==================== pe_sequencer_flat
pe_sequencer_flat, sequential cells colored by netlist name:
The bar under the picture is 20 µm long. Other sequential cells in the stronger gray, the rest of the logic in the fainter gray.
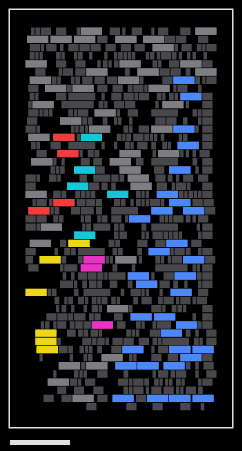
pe_sequencer_flat, layout detail:
Window x 40 to 70, y 20 to 50 µm. Cells in gray, sequential cells in the stronger gray; small squares are vias.
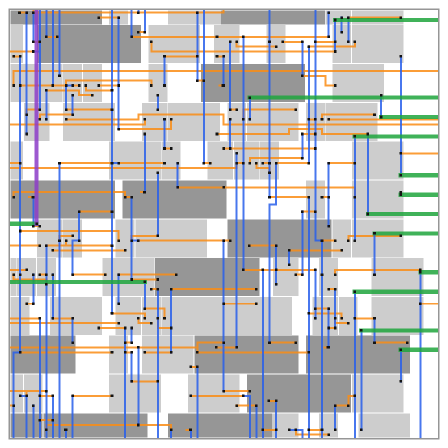
pe_sequencer_flat, drive-strength map:
The bar under the picture is 20 µm long.
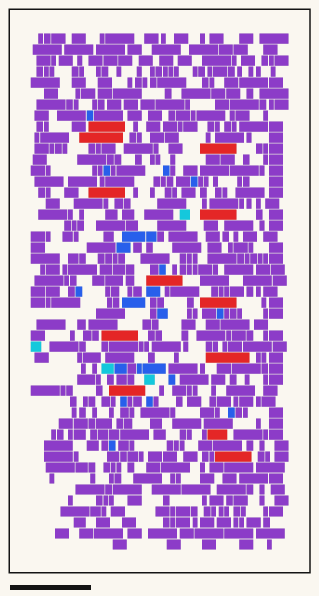
[src/rtl/pe_seq_pkg.sv]
// Shared types for the PE sequencer: FSM state encoding and the job-length helper.
package pe_seq_pkg;

   typedef enum logic [2:0] {
      StIdle,
      StClr,
      StLoadA,
      StGap,
      StLoadB,
      StMac,
      StRead,
      StOut
   } state_e;

   localparam int unsigned BeatW = 5;

   // Vector length per operand: 2, 4, 8 or 16 words.
   function automatic logic [BeatW-1:0] len_of(input logic [1:0] dimen);
      return 5'd2 << dimen;
   endfunction

endpackage

[src/rtl/pe_sequencer_if.sv]
// Job stream, result stream and PE lane control/data pins of one sequencer instance.
interface pe_sequencer_if;

   logic        s_valid;
   logic        s_ready;
   logic [31:0] s_data;

   logic        m_valid;
   logic        m_ready;
   logic [31:0] m_data;

   logic        pe_rst_add;
   logic        pe_rst_acc;
   logic        pe_rst_pc;
   logic        pe_write_mat;
   logic        pe_mat_mux;
   logic [31:0] pe_datain;
   logic [1:0]  pe_dimen;
   logic        pe_mac_ctrl;
   logic        pe_out_ready;
   logic        pe_mac_done;
   logic [31:0] pe_dataout;

   modport master (
      input  s_valid, s_data, m_ready, pe_mac_done, pe_dataout,
      output s_ready, m_valid, m_data,
      output pe_rst_add, pe_rst_acc, pe_rst_pc, pe_write_mat, pe_mat_mux,
      output pe_datain, pe_dimen, pe_mac_ctrl, pe_out_ready
   );

   modport slave (
      output s_valid, s_data, m_ready, pe_mac_done, pe_dataout,
      input  s_ready, m_valid, m_data,
      input  pe_rst_add, pe_rst_acc, pe_rst_pc, pe_write_mat, pe_mat_mux,
      input  pe_datain, pe_dimen, pe_mac_ctrl, pe_out_ready
   );

endinterface

[src/rtl/pe_sequencer.sv]
// Initiator for one PE lane: streams A then B into the PE, runs its MAC, returns the
// accumulator as a single result beat. Every PE-facing and result output is registered.
module pe_sequencer
   import pe_seq_pkg::*;
#(
   parameter int unsigned TMO_CYC = 32
) (
   input  logic          clk,
   input  logic          rst,
   input  logic [1:0]    cfg_dimen,
   output logic          busy,
   output logic          err_timeout,
   pe_sequencer_if.master bus
);

   localparam int unsigned TmoW = $clog2(TMO_CYC + 1);
   localparam logic [TmoW-1:0] TmoLast = TmoW'(TMO_CYC - 1);
   localparam logic [TmoW-1:0] TmoMax  = TmoW'(TMO_CYC);

   state_e            state_q, state_d;
   logic [BeatW-1:0]  beat_q, beat_d;
   logic [BeatW-1:0]  len_q, len_d;
   logic [TmoW-1:0]   tmo_q, tmo_d;
   logic              err_q, err_d;
   logic              s_ready_q, s_ready_d;
   logic              rst_add_q, rst_add_d;
   logic              rst_acc_q, rst_acc_d;
   logic              rst_pc_q, rst_pc_d;
   logic              write_q, write_d;
   logic              mux_q, mux_d;
   logic [31:0]       datain_q, datain_d;
   logic [1:0]        dimen_q, dimen_d;
   logic              mac_q, mac_d;
   logic              out_rdy_q, out_rdy_d;
   logic              m_valid_q, m_valid_d;
   logic [31:0]       m_data_q, m_data_d;

   logic              accept;
   logic              last_beat;

   assign accept    = bus.s_valid & s_ready_q;
   assign last_beat = (beat_q + 5'd1) == len_q;

   always_comb begin
      state_d   = state_q;
      beat_d    = beat_q;
      len_d     = len_q;
      tmo_d     = tmo_q;
      err_d     = err_q;
      s_ready_d = 1'b0;
      rst_add_d = 1'b0;
      rst_acc_d = 1'b0;
      rst_pc_d  = 1'b0;
      write_d   = 1'b0;
      mux_d     = mux_q;
      datain_d  = datain_q;
      dimen_d   = dimen_q;
      mac_d     = 1'b0;
      out_rdy_d = 1'b0;
      m_valid_d = 1'b0;
      m_data_d  = m_data_q;

      unique case (state_q)
         StIdle: begin
            if (bus.s_valid) begin
               dimen_d   = cfg_dimen;
               len_d     = len_of(cfg_dimen);
               rst_add_d = 1'b1;
               rst_acc_d = 1'b1;
               rst_pc_d  = 1'b1;
               state_d   = StClr;
            end
         end
         StClr: begin
            beat_d    = '0;
            tmo_d     = '0;
            mux_d     = 1'b1;
            s_ready_d = 1'b1;
            state_d   = StLoadA;
         end
         StLoadA: begin
            s_ready_d = 1'b1;
            mux_d     = 1'b1;
            if (accept) begin
               write_d  = 1'b1;
               datain_d = bus.s_data;
               beat_d   = beat_q + 5'd1;
               if (last_beat) begin
                  s_ready_d = 1'b0;
                  state_d   = StGap;
               end
            end
         end
         StGap: begin
            // The address reset lands one cycle after the final A write reaches the PE.
            beat_d    = '0;
            rst_add_d = 1'b1;
            mux_d     = 1'b0;
            s_ready_d = 1'b1;
            state_d   = StLoadB;
         end
         StLoadB: begin
            s_ready_d = 1'b1;
            mux_d     = 1'b0;
            if (accept) begin
               write_d  = 1'b1;
               datain_d = bus.s_data;
               beat_d   = beat_q + 5'd1;
               if (last_beat) begin
                  s_ready_d = 1'b0;
                  state_d   = StMac;
               end
            end
         end
         StMac: begin
            if (mac_q) begin
               tmo_d = (tmo_q == TmoMax) ? tmo_q : tmo_q + 1'b1;
               if (bus.pe_mac_done) begin
                  out_rdy_d = 1'b1;
                  state_d   = StRead;
               end else if (tmo_q >= TmoLast) begin
                  err_d   = 1'b1;
                  state_d = StIdle;
               end else begin
                  mac_d = 1'b1;
               end
            end else begin
               // First MAC cycle: the last B write is visible to the PE right now.
               mac_d = 1'b1;
            end
         end
         StRead: begin
            m_data_d  = bus.pe_dataout;
            m_valid_d = 1'b1;
            state_d   = StOut;
         end
         StOut: begin
            m_valid_d = 1'b1;
            if (m_valid_q && bus.m_ready) begin
               m_valid_d = 1'b0;
               state_d   = StIdle;
            end
         end
         default: state_d = StIdle;
      endcase
   end

   always_ff @(posedge clk) begin
      if (rst) begin
         state_q   <= StIdle;
         beat_q    <= '0;
         len_q     <= '0;
         tmo_q     <= '0;
         err_q     <= 1'b0;
         s_ready_q <= 1'b0;
         rst_add_q <= 1'b1;
         rst_acc_q <= 1'b1;
         rst_pc_q  <= 1'b1;
         write_q   <= 1'b0;
         mux_q     <= 1'b0;
         datain_q  <= '0;
         dimen_q   <= '0;
         mac_q     <= 1'b0;
         out_rdy_q <= 1'b0;
         m_valid_q <= 1'b0;
         m_data_q  <= '0;
      end else begin
         state_q   <= state_d;
         beat_q    <= beat_d;
         len_q     <= len_d;
         tmo_q     <= tmo_d;
         err_q     <= err_d;
         s_ready_q <= s_ready_d;
         rst_add_q <= rst_add_d;
         rst_acc_q <= rst_acc_d;
         rst_pc_q  <= rst_pc_d;
         write_q   <= write_d;
         mux_q     <= mux_d;
         datain_q  <= datain_d;
         dimen_q   <= dimen_d;
         mac_q     <= mac_d;
         out_rdy_q <= out_rdy_d;
         m_valid_q <= m_valid_d;
         m_data_q  <= m_data_d;
      end
   end

   assign busy             = (state_q != StIdle);
   assign err_timeout      = err_q;
   assign bus.s_ready      = s_ready_q;
   assign bus.m_valid      = m_valid_q;
   assign bus.m_data       = m_data_q;
   assign bus.pe_rst_add   = rst_add_q;
   assign bus.pe_rst_acc   = rst_acc_q;
   assign bus.pe_rst_pc    = rst_pc_q;
   assign bus.pe_write_mat = write_q;
   assign bus.pe_mat_mux   = mux_q;
   assign bus.pe_datain    = datain_q;
   assign bus.pe_dimen     = dimen_q;
   assign bus.pe_mac_ctrl  = mac_q;
   assign bus.pe_out_ready = out_rdy_q;

endmodule

[src/flat_wrapper.sv]
// flat-port wrapper written by rule: the top's interface ports become plain ports
module pe_sequencer_flat import pe_seq_pkg::*;
#(
   parameter int unsigned TMO_CYC = 32
)
  (clk, rst, cfg_dimen, busy, err_timeout, bus_s_valid, bus_s_data, bus_m_ready, bus_pe_mac_done, bus_pe_dataout, bus_s_ready, bus_m_valid, bus_m_data, bus_pe_rst_add, bus_pe_rst_acc, bus_pe_rst_pc, bus_pe_write_mat, bus_pe_mat_mux, bus_pe_datain, bus_pe_dimen, bus_pe_mac_ctrl, bus_pe_out_ready);
  pe_sequencer_if bus_i ();
  input  logic clk;
  input  logic rst;
  input  logic [1:0] cfg_dimen;
  output logic busy;
  output logic err_timeout;
  input wire logic [$bits(bus_i.s_valid)-1:0] bus_s_valid;
  input wire logic [$bits(bus_i.s_data)-1:0] bus_s_data;
  input wire logic [$bits(bus_i.m_ready)-1:0] bus_m_ready;
  input wire logic [$bits(bus_i.pe_mac_done)-1:0] bus_pe_mac_done;
  input wire logic [$bits(bus_i.pe_dataout)-1:0] bus_pe_dataout;
  output wire logic [$bits(bus_i.s_ready)-1:0] bus_s_ready;
  output wire logic [$bits(bus_i.m_valid)-1:0] bus_m_valid;
  output wire logic [$bits(bus_i.m_data)-1:0] bus_m_data;
  output wire logic [$bits(bus_i.pe_rst_add)-1:0] bus_pe_rst_add;
  output wire logic [$bits(bus_i.pe_rst_acc)-1:0] bus_pe_rst_acc;
  output wire logic [$bits(bus_i.pe_rst_pc)-1:0] bus_pe_rst_pc;
  output wire logic [$bits(bus_i.pe_write_mat)-1:0] bus_pe_write_mat;
  output wire logic [$bits(bus_i.pe_mat_mux)-1:0] bus_pe_mat_mux;
  output wire logic [$bits(bus_i.pe_datain)-1:0] bus_pe_datain;
  output wire logic [$bits(bus_i.pe_dimen)-1:0] bus_pe_dimen;
  output wire logic [$bits(bus_i.pe_mac_ctrl)-1:0] bus_pe_mac_ctrl;
  output wire logic [$bits(bus_i.pe_out_ready)-1:0] bus_pe_out_ready;
  assign bus_i.s_valid = bus_s_valid;
  assign bus_i.s_data = bus_s_data;
  assign bus_i.m_ready = bus_m_ready;
  assign bus_i.pe_mac_done = bus_pe_mac_done;
  assign bus_i.pe_dataout = bus_pe_dataout;
  assign bus_s_ready = bus_i.s_ready;
  assign bus_m_valid = bus_i.m_valid;
  assign bus_m_data = bus_i.m_data;
  assign bus_pe_rst_add = bus_i.pe_rst_add;
  assign bus_pe_rst_acc = bus_i.pe_rst_acc;
  assign bus_pe_rst_pc = bus_i.pe_rst_pc;
  assign bus_pe_write_mat = bus_i.pe_write_mat;
  assign bus_pe_mat_mux = bus_i.pe_mat_mux;
  assign bus_pe_datain = bus_i.pe_datain;
  assign bus_pe_dimen = bus_i.pe_dimen;
  assign bus_pe_mac_ctrl = bus_i.pe_mac_ctrl;
  assign bus_pe_out_ready = bus_i.pe_out_ready;
  pe_sequencer #(.TMO_CYC(TMO_CYC)) u_core (.clk(clk), .rst(rst), .cfg_dimen(cfg_dimen), .busy(busy), .err_timeout(err_timeout), .bus(bus_i));
endmodule
[config.mk]
export PLATFORM = sky130hd
export DESIGN_NAME = pe_sequencer_flat
export DESIGN_NICKNAME = d
export VERILOG_FILES = /design/src/rtl/pe_seq_pkg.sv /design/src/rtl/pe_sequencer_if.sv /design/src/rtl/pe_sequencer.sv /design/src/flat_wrapper.sv
export SDC_FILE = /design/constraint.sdc
export NUM_CORES = 1
export LEC_CHECK = 0
export CAP_MARGIN = 40
export CORE_AREA = 5 5 69 134
export DETAILED_ROUTE_END_ITERATION = 7
export DIE_AREA = 0 0 74 139
export GPL_TIMING_DRIVEN = 0
export PLACE_DENSITY_LB_ADDON = 0.08
export SYNTH_ARGS = -nofsm -noshare
export SYNTH_HDL_FRONTEND = slang
export SYNTH_SLANG_ARGS = --single-unit
[constraint.sdc]
create_clock -name clk -period 5.35 [get_ports clk]
set_input_delay 0.8025 -clock clk [delete_from_list [all_inputs] [get_ports clk]]
set_output_delay 0.8025 -clock clk [all_outputs]
set_load 0.01 [all_outputs]
==> reports/summary.log <==
qor: logic_synthesis.enable_flop_cells 0
qor: outcome.status complete, no violations
qor: final_layout.n_all_buffers 174
qor: sta.max_slew_margin 64.4%
qor: routing.via_density_per_instance 5.06
qor: placed_design.gp_congestion 0.941
qor: setup_path.reg2reg_from u_core.beat_q[0]
qor: routing.overall_via_count_from_detail_route 3613
qor: sta.final_hold_viol_count 0
qor: final_layout.layout.comb_gates.multi_input 326
qor: pwr.peakVddDrop 0.219 mV
qor: logic_synthesis.synth.avg_cell_area 8.00 µm²
qor: setup_path.slowest_stage clkdlybuf4s50_1
qor: sta.final.setup.worst_slack 2.74 ns
qor: global_route.grt_overflow 0
qor: clocking.cell_at_the_root_of_the_clock_tree clkbuf_16
## Picture notes: 'sequential cells colored by netlist name' of pe_sequencer_flat
| color | name in the netlist | sequential cells |
|---|---|---|
| yellow | u_core.tmo_q | 6 |
| magenta | u_core.state_q | 3 |
| red | u_core.len_q | 4 |
| blue | u_core.bus.m_data | 32 |
| cyan | u_core.beat_q | 5 |

## Picture notes: 'layout detail' of pe_sequencer_flat
| color | layer |
|---|---|
| green | M3 |
| blue | M2 |
| purple | M4 |
| orange | M1 |
most frequent: nand2_1 (22), clkdlybuf4s50_1 (21), dfxtp_1 (12)
sequential cells in the window: 12
cells with their middle in the window: 69
netlist names of flops here include: u_core.bus.m_data (12)

## Picture notes: 'drive-strength map' of pe_sequencer_flat
| color | size | cells | share |
|---|---|---|---|
| purple | x1 and smaller | 579 | 94% |
| blue | x2 | 21 | 3.4% |
| cyan | x3 and x4 | 4 | 0.65% |
| red | x6 and larger | 12 | 1.9% |

[cell families (layout without fill, tap and decap cells)]
kind of cell / count (synthesis) / in the layout / share of synthesized area (%)
flops: 93 / 93 / 51.4
mux: 2 / 2 / 0.552
simple gates: 200 / 200 / 23.2
buf+inv: 34 / 197 / 4.07
compound gates: 111 / 111 / 16.9
xor+xnor: 10 / 10 / 2.83
fa+ha+maj: 3 / 3 / 1.04
[worst max-delay path, delay by kind of cell, from the launching register on]
family,cells,cell delay [ns]
buf+inv,2,0.67
simple gates,2,0.48
flops,1,0.32
[through the flow]
stage               total power, µW  util (%)  std cells  hold slack, ns
finish                         1980      67.8        714           0.453
global route                   2090      67.8        714           0.473
global placement               1300      63.8        698           0.441
detailed placement             1310      63.8        698           0.446
floorplan                      1080         -        453           0.449
CTS                            2000      67.8        714           0.454
[routing by layer]
| layer | track usage [%] | routed length [µm] |
|---|---|---|
| met1 | 21.7 | 3810 |
| met4 | 7.64 | 228 |
| met2 | 38.2 | 5800 |
| met3 | 4.35 | 628 |
| met5 | 0 | 0 |
[report_power, final]
group	switching (µW)	total [µW]	internal [µW]
Sequential	36.7	784	748
Combinational	275	515	240
Clock	257	678	421
Total	569	1980	1410

==================== mem_port_arbiter
$ cat src/rtl/mem_port_arbiter.sv
// Shares one single-port synchronous RAM between the instruction-fetch and data ports.
// Each access runs IDLE -> ISSUE -> (WAIT) -> RESP with registered strobes, read data and ready pulses.
module mem_port_arbiter #(
   parameter int ADDR_W  = 32,
   parameter int DATA_W  = 32,
   parameter int LATENCY = 2
) (
   input  logic              clk,
   input  logic              rst_n,
   input  logic              inst_req,
   input  logic [ADDR_W-1:0] inst_addr,
   output logic [DATA_W-1:0] inst_rdata,
   output logic              inst_ready,
   output logic              inst_stall,
   input  logic              data_ren,
   input  logic              data_wen,
   input  logic [ADDR_W-1:0] data_addr,
   input  logic [DATA_W-1:0] data_wdata,
   output logic [DATA_W-1:0] data_rdata,
   output logic              data_ready,
   output logic              data_stall,
   output logic              ram_en,
   output logic              ram_we,
   output logic [ADDR_W-1:0] ram_addr,
   output logic [DATA_W-1:0] ram_wdata,
   input  logic [DATA_W-1:0] ram_rdata
);
   typedef enum logic [1:0] {IDLE, ISSUE, WAIT, RESP} state_t;

   localparam logic [3:0] CNT_LOAD = 4'(LATENCY - 1);

   state_t     state_reg;
   logic [3:0] cnt_reg;
   logic       last_data_reg;
   logic       win_data_reg;
   logic       data_req;
   logic       grant_data;
   logic       done_read;
   logic       done_any;

   assign data_req   = data_ren | data_wen;
   // On a conflict the port that did not win last time gets the RAM.
   assign grant_data = data_req & (~inst_req | ~last_data_reg);
   assign inst_stall = inst_req & ~inst_ready;
   assign data_stall = data_req & ~data_ready;

   assign done_read = ((state_reg == ISSUE) && !ram_we && (CNT_LOAD == 4'd0)) ||
                      ((state_reg == WAIT) && (cnt_reg == 4'd1));
   assign done_any  = done_read || ((state_reg == ISSUE) && ram_we);

   always_ff @(posedge clk or negedge rst_n) begin
      if (!rst_n) begin
         state_reg     <= IDLE;
         cnt_reg       <= 4'd0;
         last_data_reg <= 1'b0;
         win_data_reg  <= 1'b0;
         ram_en        <= 1'b0;
         ram_we        <= 1'b0;
         ram_addr      <= '0;
         ram_wdata     <= '0;
         inst_rdata    <= '0;
         data_rdata    <= '0;
         inst_ready    <= 1'b0;
         data_ready    <= 1'b0;
      end else begin
         case (state_reg)
            IDLE: begin
               if (inst_req || data_req) begin
                  win_data_reg  <= grant_data;
                  last_data_reg <= grant_data;
                  ram_en        <= 1'b1;
                  ram_we        <= grant_data & data_wen;
                  ram_addr      <= grant_data ? data_addr : inst_addr;
                  if (grant_data)
                     ram_wdata <= data_wdata;
                  state_reg <= ISSUE;
               end
            end
            ISSUE: begin
               ram_en  <= 1'b0;
               ram_we  <= 1'b0;
               cnt_reg <= CNT_LOAD;
               if (!done_any)
                  state_reg <= WAIT;
            end
            WAIT: begin
               cnt_reg <= cnt_reg - 4'd1;
            end
            RESP: begin
               inst_ready <= 1'b0;
               data_ready <= 1'b0;
               state_reg  <= IDLE;
            end
            default: state_reg <= IDLE;
         endcase

         // Completion of ISSUE (write or LATENCY=1 read) or of the last WAIT cycle.
         if (done_any) begin
            state_reg <= RESP;
            if (win_data_reg)
               data_ready <= 1'b1;
            else
               inst_ready <= 1'b1;
         end
         if (done_read) begin
            if (win_data_reg)
               data_rdata <= ram_rdata;
            else
               inst_rdata <= ram_rdata;
         end
      end
   end
endmodule

$ cat config.mk
export PLATFORM = sky130hd
export DESIGN_NAME = mem_port_arbiter
export DESIGN_NICKNAME = d
export VERILOG_FILES = /design/src/rtl/mem_port_arbiter.sv
export SDC_FILE = /design/constraint.sdc
export NUM_CORES = 1
export LEC_CHECK = 0
export ABC_AREA = 1
export CORE_ASPECT_RATIO = 0.7
export CORE_UTILIZATION = 38
export DETAILED_ROUTE_END_ITERATION = 8
export GPL_ROUTABILITY_DRIVEN = 0
export PLACE_DENSITY = 0.87
export SKIP_CTS_REPAIR_TIMING = 1
export SLEW_MARGIN = 30
export SYNTH_ARGS = -nofsm -noshare
export SYNTH_HDL_FRONTEND = slang
export SYNTH_SLANG_ARGS = --single-unit
$ cat constraint.sdc
create_clock -name clk -period 1.4 [get_ports clk]
set_input_delay 0.35 -clock clk [delete_from_list [all_inputs] [get_ports clk]]
set_output_delay 0.35 -clock clk [all_outputs]
set_load 0.005 [all_outputs]
mem_port_arbiter, layout detail:
Window x 98 to 128, y 12 to 42 µm. Cells in gray, sequential cells in the stronger gray; small squares are vias.
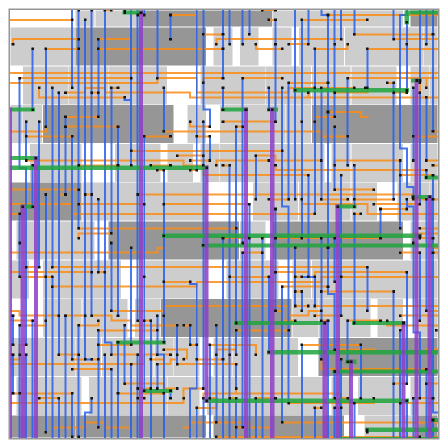
| color | layer |
|---|---|
| orange | M1 |
| green | M3 |
| blue | M2 |
| purple | M4 |
sequential cells in the window: 10
netlist names of flops here include: ram_addr (8), ram_wdata (2)
cells with their middle in the window: 76
most frequent: clkdlybuf4s50_1 (12), o21ai_1 (11), dfrtp_1 (10)

==> reports/summary.log <==
qor: placed_design.dp_hpwl 14.0 mm
qor: floorplan.core_region_area 0.0149 mm²
qor: routing.overall_via_count_from_detail_route 6314
qor: pwr.top_power_group combinational logic
qor: logic_synthesis.yosys-mux-area-fraction 0%
qor: final_layout.final_nets 1147
qor: setup_path.worst-setup-path-type reg -> reg
qor: pwr.power.density 2240 mW/mm²
qor: sta.final.setup.worst_slack -0.237 ns
qor: pwr.peakVddDrop 1.23 mV
qor: logic_synthesis.top_area_cell dfrtp_1
qor: sta.final_tally_of_setup_violations 134
qor: logic_synthesis.synth_top_cell_by_count nand2_1
qor: clocking.clock_latency_at_the_later_pin_of_the_worst_skew_pair 0.41 ns
qor: outcome.status finished, violations left
qor: logic_synthesis.synthesis.yosys.warnings 0
qor: outcome.violations setup timing
qor: setup_path.crit_arrival 1.92 ns
qor: logic_synthesis.fp_nets 811
layer usage:
| layer | vias to the layer above | wire (µm) |
|---|---|---|
| li1 | 2866 | - |
| met1 | 3074 | 9050 |
| met2 | 303 | 11900 |
| met3 | 71 | 1920 |
| met4 | 0 | 899 |
| met5 | - | 0 |
critical path: cells and delay by family (launching register included):
| kind | cells | cell delay [ns] |
|---|---|---|
| compound gates | 1 | 0.20 |
| fa+ha+maj | 1 | 0.14 |
| buf+inv | 4 | 0.48 |
| flops | 1 | 0.43 |
| simple gates | 3 | 0.26 |
stage by stage:
stage          utilization, %  area [µm²]  std cells  setup WS, ns
3_3_place_gp             60.8        9060       1138        -0.532
2_1_floorplan               -        5910        672      -0.00650
4_1_cts                  64.8        9670       1170        -0.541
6_report                 74.9       11200       1216        -0.237
5_1_grt                  74.9       11200       1216        -0.298
3_5_place_dp             60.8        9060       1138        -0.542
final cells by class:
type | count | area (µm²)
multi-input combinational | 475 | 2610
tap | 195 | 244
fill | 914 | 3740
inverter | 15 | 90.1
clock inverter | 15 | 175
timing repair buffer | 358 | 4110
timing repair inverter | 2 | 22.5
sequential | 139 | 3480
clock buffer | 17 | 425

==================== mem_arbiter
mem_arbiter, clock network drawn from the DEF:
The bar under the picture is 20 µm long.
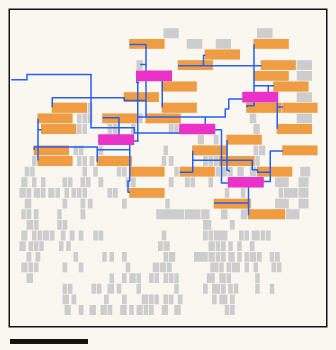
mem_arbiter, sequential cells colored by netlist name:
The bar under the picture is 20 µm long. Other sequential cells in the stronger gray, the rest of the logic in the fainter gray.
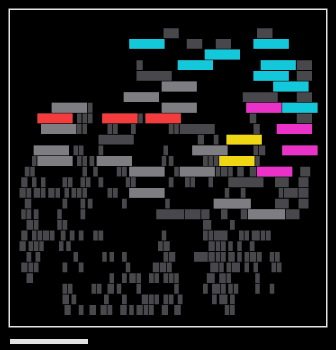
**src/rtl/mem_arbiter.sv**
```systemverilog
`timescale 1ns/1ps
// mem_arbiter: round-robin arbiter sharing one single-port memory between
// NUM_REQ requesters. It runs one access at a time (IDLE -> ISSUE -> [WAIT -> RESP])
// and returns read data to the requester that issued the read.
module mem_arbiter #(
    parameter int NUM_REQ = 4,
    parameter int ADDR_W  = 3,
    parameter int DATA_W  = 8,
    parameter int RD_LAT  = 1
) (
    input  logic                      clk,
    input  logic                      rst,
    input  logic [NUM_REQ-1:0]        req_valid,
    input  logic [NUM_REQ-1:0]        req_rd_wr,
    input  logic [NUM_REQ*ADDR_W-1:0] req_addr,
    input  logic [NUM_REQ*DATA_W-1:0] req_wdata,
    output logic [NUM_REQ-1:0]        req_ready,
    output logic [NUM_REQ-1:0]        rsp_valid,
    output logic [DATA_W-1:0]         rsp_data,
    output logic                      busy,
    output logic                      mem_enable,
    output logic                      mem_rd_wr,
    output logic [ADDR_W-1:0]         mem_addr,
    output logic [DATA_W-1:0]         mem_wr_data,
    input  logic [DATA_W-1:0]         mem_rd_data
);

    localparam int ID_W  = (NUM_REQ > 1) ? $clog2(NUM_REQ) : 1;
    localparam int CNT_W = (RD_LAT > 1) ? $clog2(RD_LAT) : 1;
    localparam logic [CNT_W-1:0] CNT_LAST  = CNT_W'(RD_LAT - 1);
    localparam logic [ID_W-1:0]  LAST_INIT = ID_W'(NUM_REQ - 1);

    typedef enum logic [1:0] {
        IDLE  = 2'd0,
        ISSUE = 2'd1,
        WAIT  = 2'd2,
        RESP  = 2'd3
    } state_t;

    state_t              state_q;
    logic [ID_W-1:0]     last_grant_q;
    logic [ID_W-1:0]     id_q;
    logic [CNT_W-1:0]    wait_cnt_q;
    logic                mem_enable_q;
    logic                mem_rd_wr_q;
    logic [ADDR_W-1:0]   mem_addr_q;
    logic [DATA_W-1:0]   mem_wr_data_q;
    logic [NUM_REQ-1:0]  rsp_valid_q;
    logic [DATA_W-1:0]   rsp_data_q;

    logic                win_found;
    logic [ID_W-1:0]     win_id;
    logic [ID_W-1:0]     cand;

    logic [ADDR_W-1:0]   addr_arr  [NUM_REQ];
    logic [DATA_W-1:0]   wdata_arr [NUM_REQ];

    for (genvar g = 0; g < NUM_REQ; g++) begin : g_unpack
        assign addr_arr[g]  = req_addr[g*ADDR_W +: ADDR_W];
        assign wdata_arr[g] = req_wdata[g*DATA_W +: DATA_W];
    end

    // Requester index k positions after base, wrapping at NUM_REQ.
    function automatic logic [ID_W-1:0] next_id(input logic [ID_W-1:0] base, input int k);
        int s;
        s = (int'(base) + k) % NUM_REQ;
        return ID_W'(s);
    endfunction

    // Round-robin search: first valid requester after the last grant, with wrap.
    always_comb begin
        win_found = 1'b0;
        win_id    = '0;
        cand      = '0;
        for (int k = 1; k <= NUM_REQ; k++) begin
            cand = next_id(last_grant_q, k);
            if (!win_found && req_valid[cand]) begin
                win_found = 1'b1;
                win_id    = cand;
            end
        end
    end

    // Ready is offered only in IDLE, and forced low while reset is asserted.
    assign req_ready = (rst && (state_q == IDLE) && win_found) ? (NUM_REQ'(1) << win_id) : '0;
    assign busy      = (state_q != IDLE);

    assign mem_enable  = mem_enable_q;
    assign mem_rd_wr   = mem_rd_wr_q;
    assign mem_addr    = mem_addr_q;
    assign mem_wr_data = mem_wr_data_q;
    assign rsp_valid   = rsp_valid_q;
    assign rsp_data    = rsp_data_q;

    // Transaction sequencer with registered memory strobes and response pulse.
    always_ff @(posedge clk or negedge rst) begin
        if (!rst) begin
            state_q       <= IDLE;
            last_grant_q  <= LAST_INIT;
            id_q          <= '0;
            wait_cnt_q    <= '0;
            mem_enable_q  <= 1'b0;
            mem_rd_wr_q   <= 1'b0;
            mem_addr_q    <= '0;
            mem_wr_data_q <= '0;
            rsp_valid_q   <= '0;
            rsp_data_q    <= '0;
        end else begin
            mem_enable_q <= 1'b0;
            mem_rd_wr_q  <= 1'b0;
            rsp_valid_q  <= '0;
            case (state_q)
                IDLE: begin
                    if (win_found) begin
                        last_grant_q  <= win_id;
                        id_q          <= win_id;
                        mem_enable_q  <= 1'b1;
                        mem_rd_wr_q   <= req_rd_wr[win_id];
                        mem_addr_q    <= addr_arr[win_id];
                        mem_wr_data_q <= wdata_arr[win_id];
                        state_q       <= ISSUE;
                    end
                end
                ISSUE: begin
                    wait_cnt_q <= '0;
                    state_q    <= mem_rd_wr_q ? IDLE : WAIT;
                end
                WAIT: begin
                    if (wait_cnt_q == CNT_LAST) begin
                        rsp_data_q  <= mem_rd_data;
                        rsp_valid_q <= NUM_REQ'(1) << id_q;
                        state_q     <= RESP;
                    end else begin
                        wait_cnt_q <= wait_cnt_q + 1'b1;
                    end
                end
                RESP: begin
                    state_q <= IDLE;
                end
                default: begin
                    state_q <= IDLE;
                end
            endcase
        end
    end

endmodule

```
**config.mk**
```make
export PLATFORM = sky130hd
export DESIGN_NAME = mem_arbiter
export DESIGN_NICKNAME = d
export VERILOG_FILES = /design/src/rtl/mem_arbiter.sv
export SDC_FILE = /design/constraint.sdc
export NUM_CORES = 1
export LEC_CHECK = 0
export ABC_AREA = 1
export ABC_CLOCK_PERIOD_IN_PS = 4600
export CAP_MARGIN = 20
export CORE_MARGIN = 2
export CORE_UTILIZATION = 32
export CTS_BUF_LIST = sky130_fd_sc_hd__clkbuf_16
export DETAILED_ROUTE_END_ITERATION = 10
export DONT_BUFFER_PORTS = 1
export PLACE_DENSITY = 0.56
export SYNTH_ARGS = -nofsm -noshare
export SYNTH_HDL_FRONTEND = slang
export SYNTH_SLANG_ARGS = --single-unit
```
**constraint.sdc**
```tcl
create_clock -name clk -period 4.6 [get_ports clk]
set_input_delay 0.92 -clock clk [delete_from_list [all_inputs] [get_ports clk]]
set_output_delay 0.92 -clock clk [all_outputs]
set_load 0.05 [all_outputs]
```
==> reports/summary.log <==
qor: routing.drc 0
qor: logic_synthesis.asyncSetResetFlopFracSynth 100%
qor: setup_path.reg2reg_setup_slack 2.27 ns
qor: logic_synthesis.synthesis.area 0.00188 mm²
qor: logic_synthesis.synth-seq-area-share 41.3%
qor: final_layout.final.signal_inverter_count 14
qor: clocking.buffer_levels_on_the_longest_clock_path 2
qor: floorplan.fp-row-count 27
qor: placed_design.gp_congestion 0.865
qor: setup_path.worst-r2r-cell-count 14
qor: setup_path.ff_to_ff_end mem_rd_wr
qor: final_layout.n_all_buffers 4
qor: routing.detailroute.wirelength.met2 2.21 mm
qor: outcome.status complete, no violations
qor: routing.overall_via_count_from_detail_route 1680
qor: sta.setup-tns-final 0 ns
qor: sta.post-route-min-period 3.66 ns
qor: setup_path.crit_path_start last_grant_q[0]
qor: sta.final_hold_viol_count 0
qor: global_route.grt_use_met1 18.0%
qor: logic_synthesis.yosys_area 0.00188 mm²
qor: logic_synthesis.yosys_cells 272
qor: final_layout.numSequentialCells 31
qor: sta.slew_viol_final 0
qor: hold_path.hold_path_class in -> async
About 'clock network drawn from the DEF' of mem_arbiter:
[orange] flip-flops | count: 31
[magenta] clock-net drivers | count: 5
[blue] clock wires | length: 395 µm
routed clock nets: 6

About 'sequential cells colored by netlist name' of mem_arbiter:
| color | name in the netlist | sequential cells |
|---|---|---|
| yellow | id_q | 2 |
| red | mem_addr | 3 |
| cyan | rsp_data | 8 |
| magenta | rsp_valid | 4 |
not colored: 14

## worst max-delay path, stage by stage, from the launching register on
cell,delay (ns)
dfstp_2,0.59
inv_2,0.11
nand2_1,0.09
nand2_1,0.09
nand2_1,0.06
o21ai_0,0.09
nand3_2,0.12
nand2_1,0.09
inv_2,0.05
nand2_1,0.25
inv_2,0.33
nand2_1,0.20
nor3_2,0.15
buf_4,0.22
## state kept, by name (all words and copies together), names as in the netlist, named ones only
| name | count |
|---|---|
| state_q | 1 |
| mem_addr | 3 |
| rsp_data | 8 |
| rsp_valid | 4 |
| mem_enable | 1 |
| mem_wr_data | 8 |
| last_grant_q | 2 |
| mem_rd_wr | 1 |
| id_q | 2 |
## per-stage QoR
stage | hold WS (ns) | cells | util, %
floorplan | 0.432 | 272 | -
global placement | 0.447 | 337 | 34.8
detailed placement | 0.449 | 337 | 34.8
CTS | 0.336 | 345 | 37.3
global route | 0.331 | 345 | 37.3
finish | 0.345 | 345 | 37.3


==> gallery <==
Clock wiring as the flow saved it.
image #1
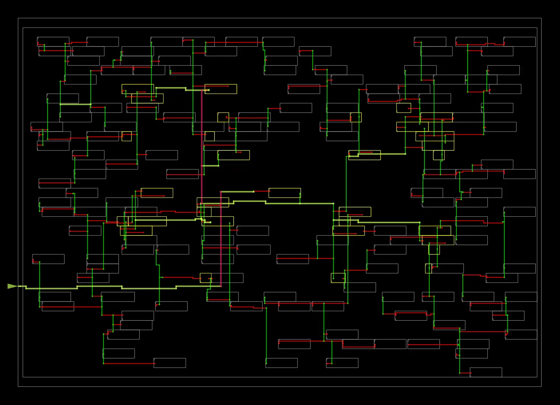
image #2
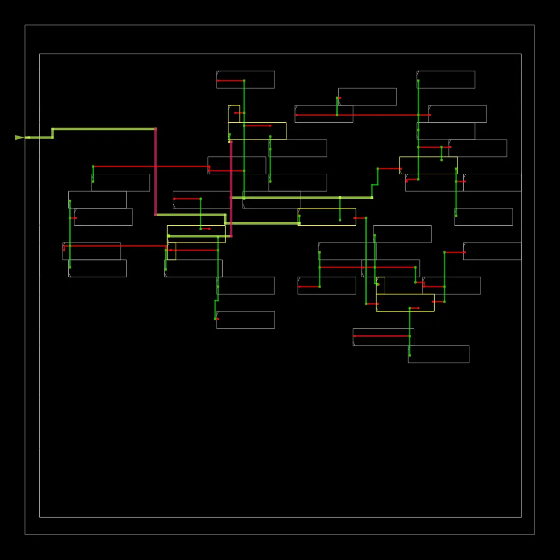
image #3
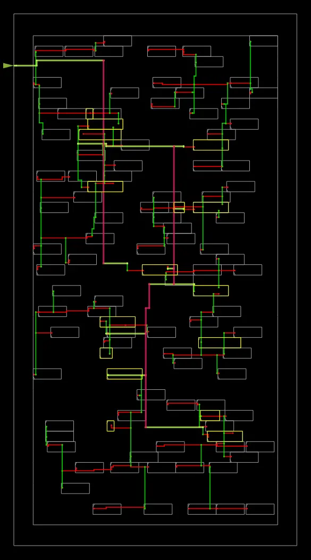
The one with the most sequential cells is image #1.
The one with the most clock buffers is image #1.
image #3 -> pe_sequencer_flat
image #1 -> mem_port_arbiter
image #2 -> mem_arbiter

No activity file was given, so power comes from the tool's default toggle rates.
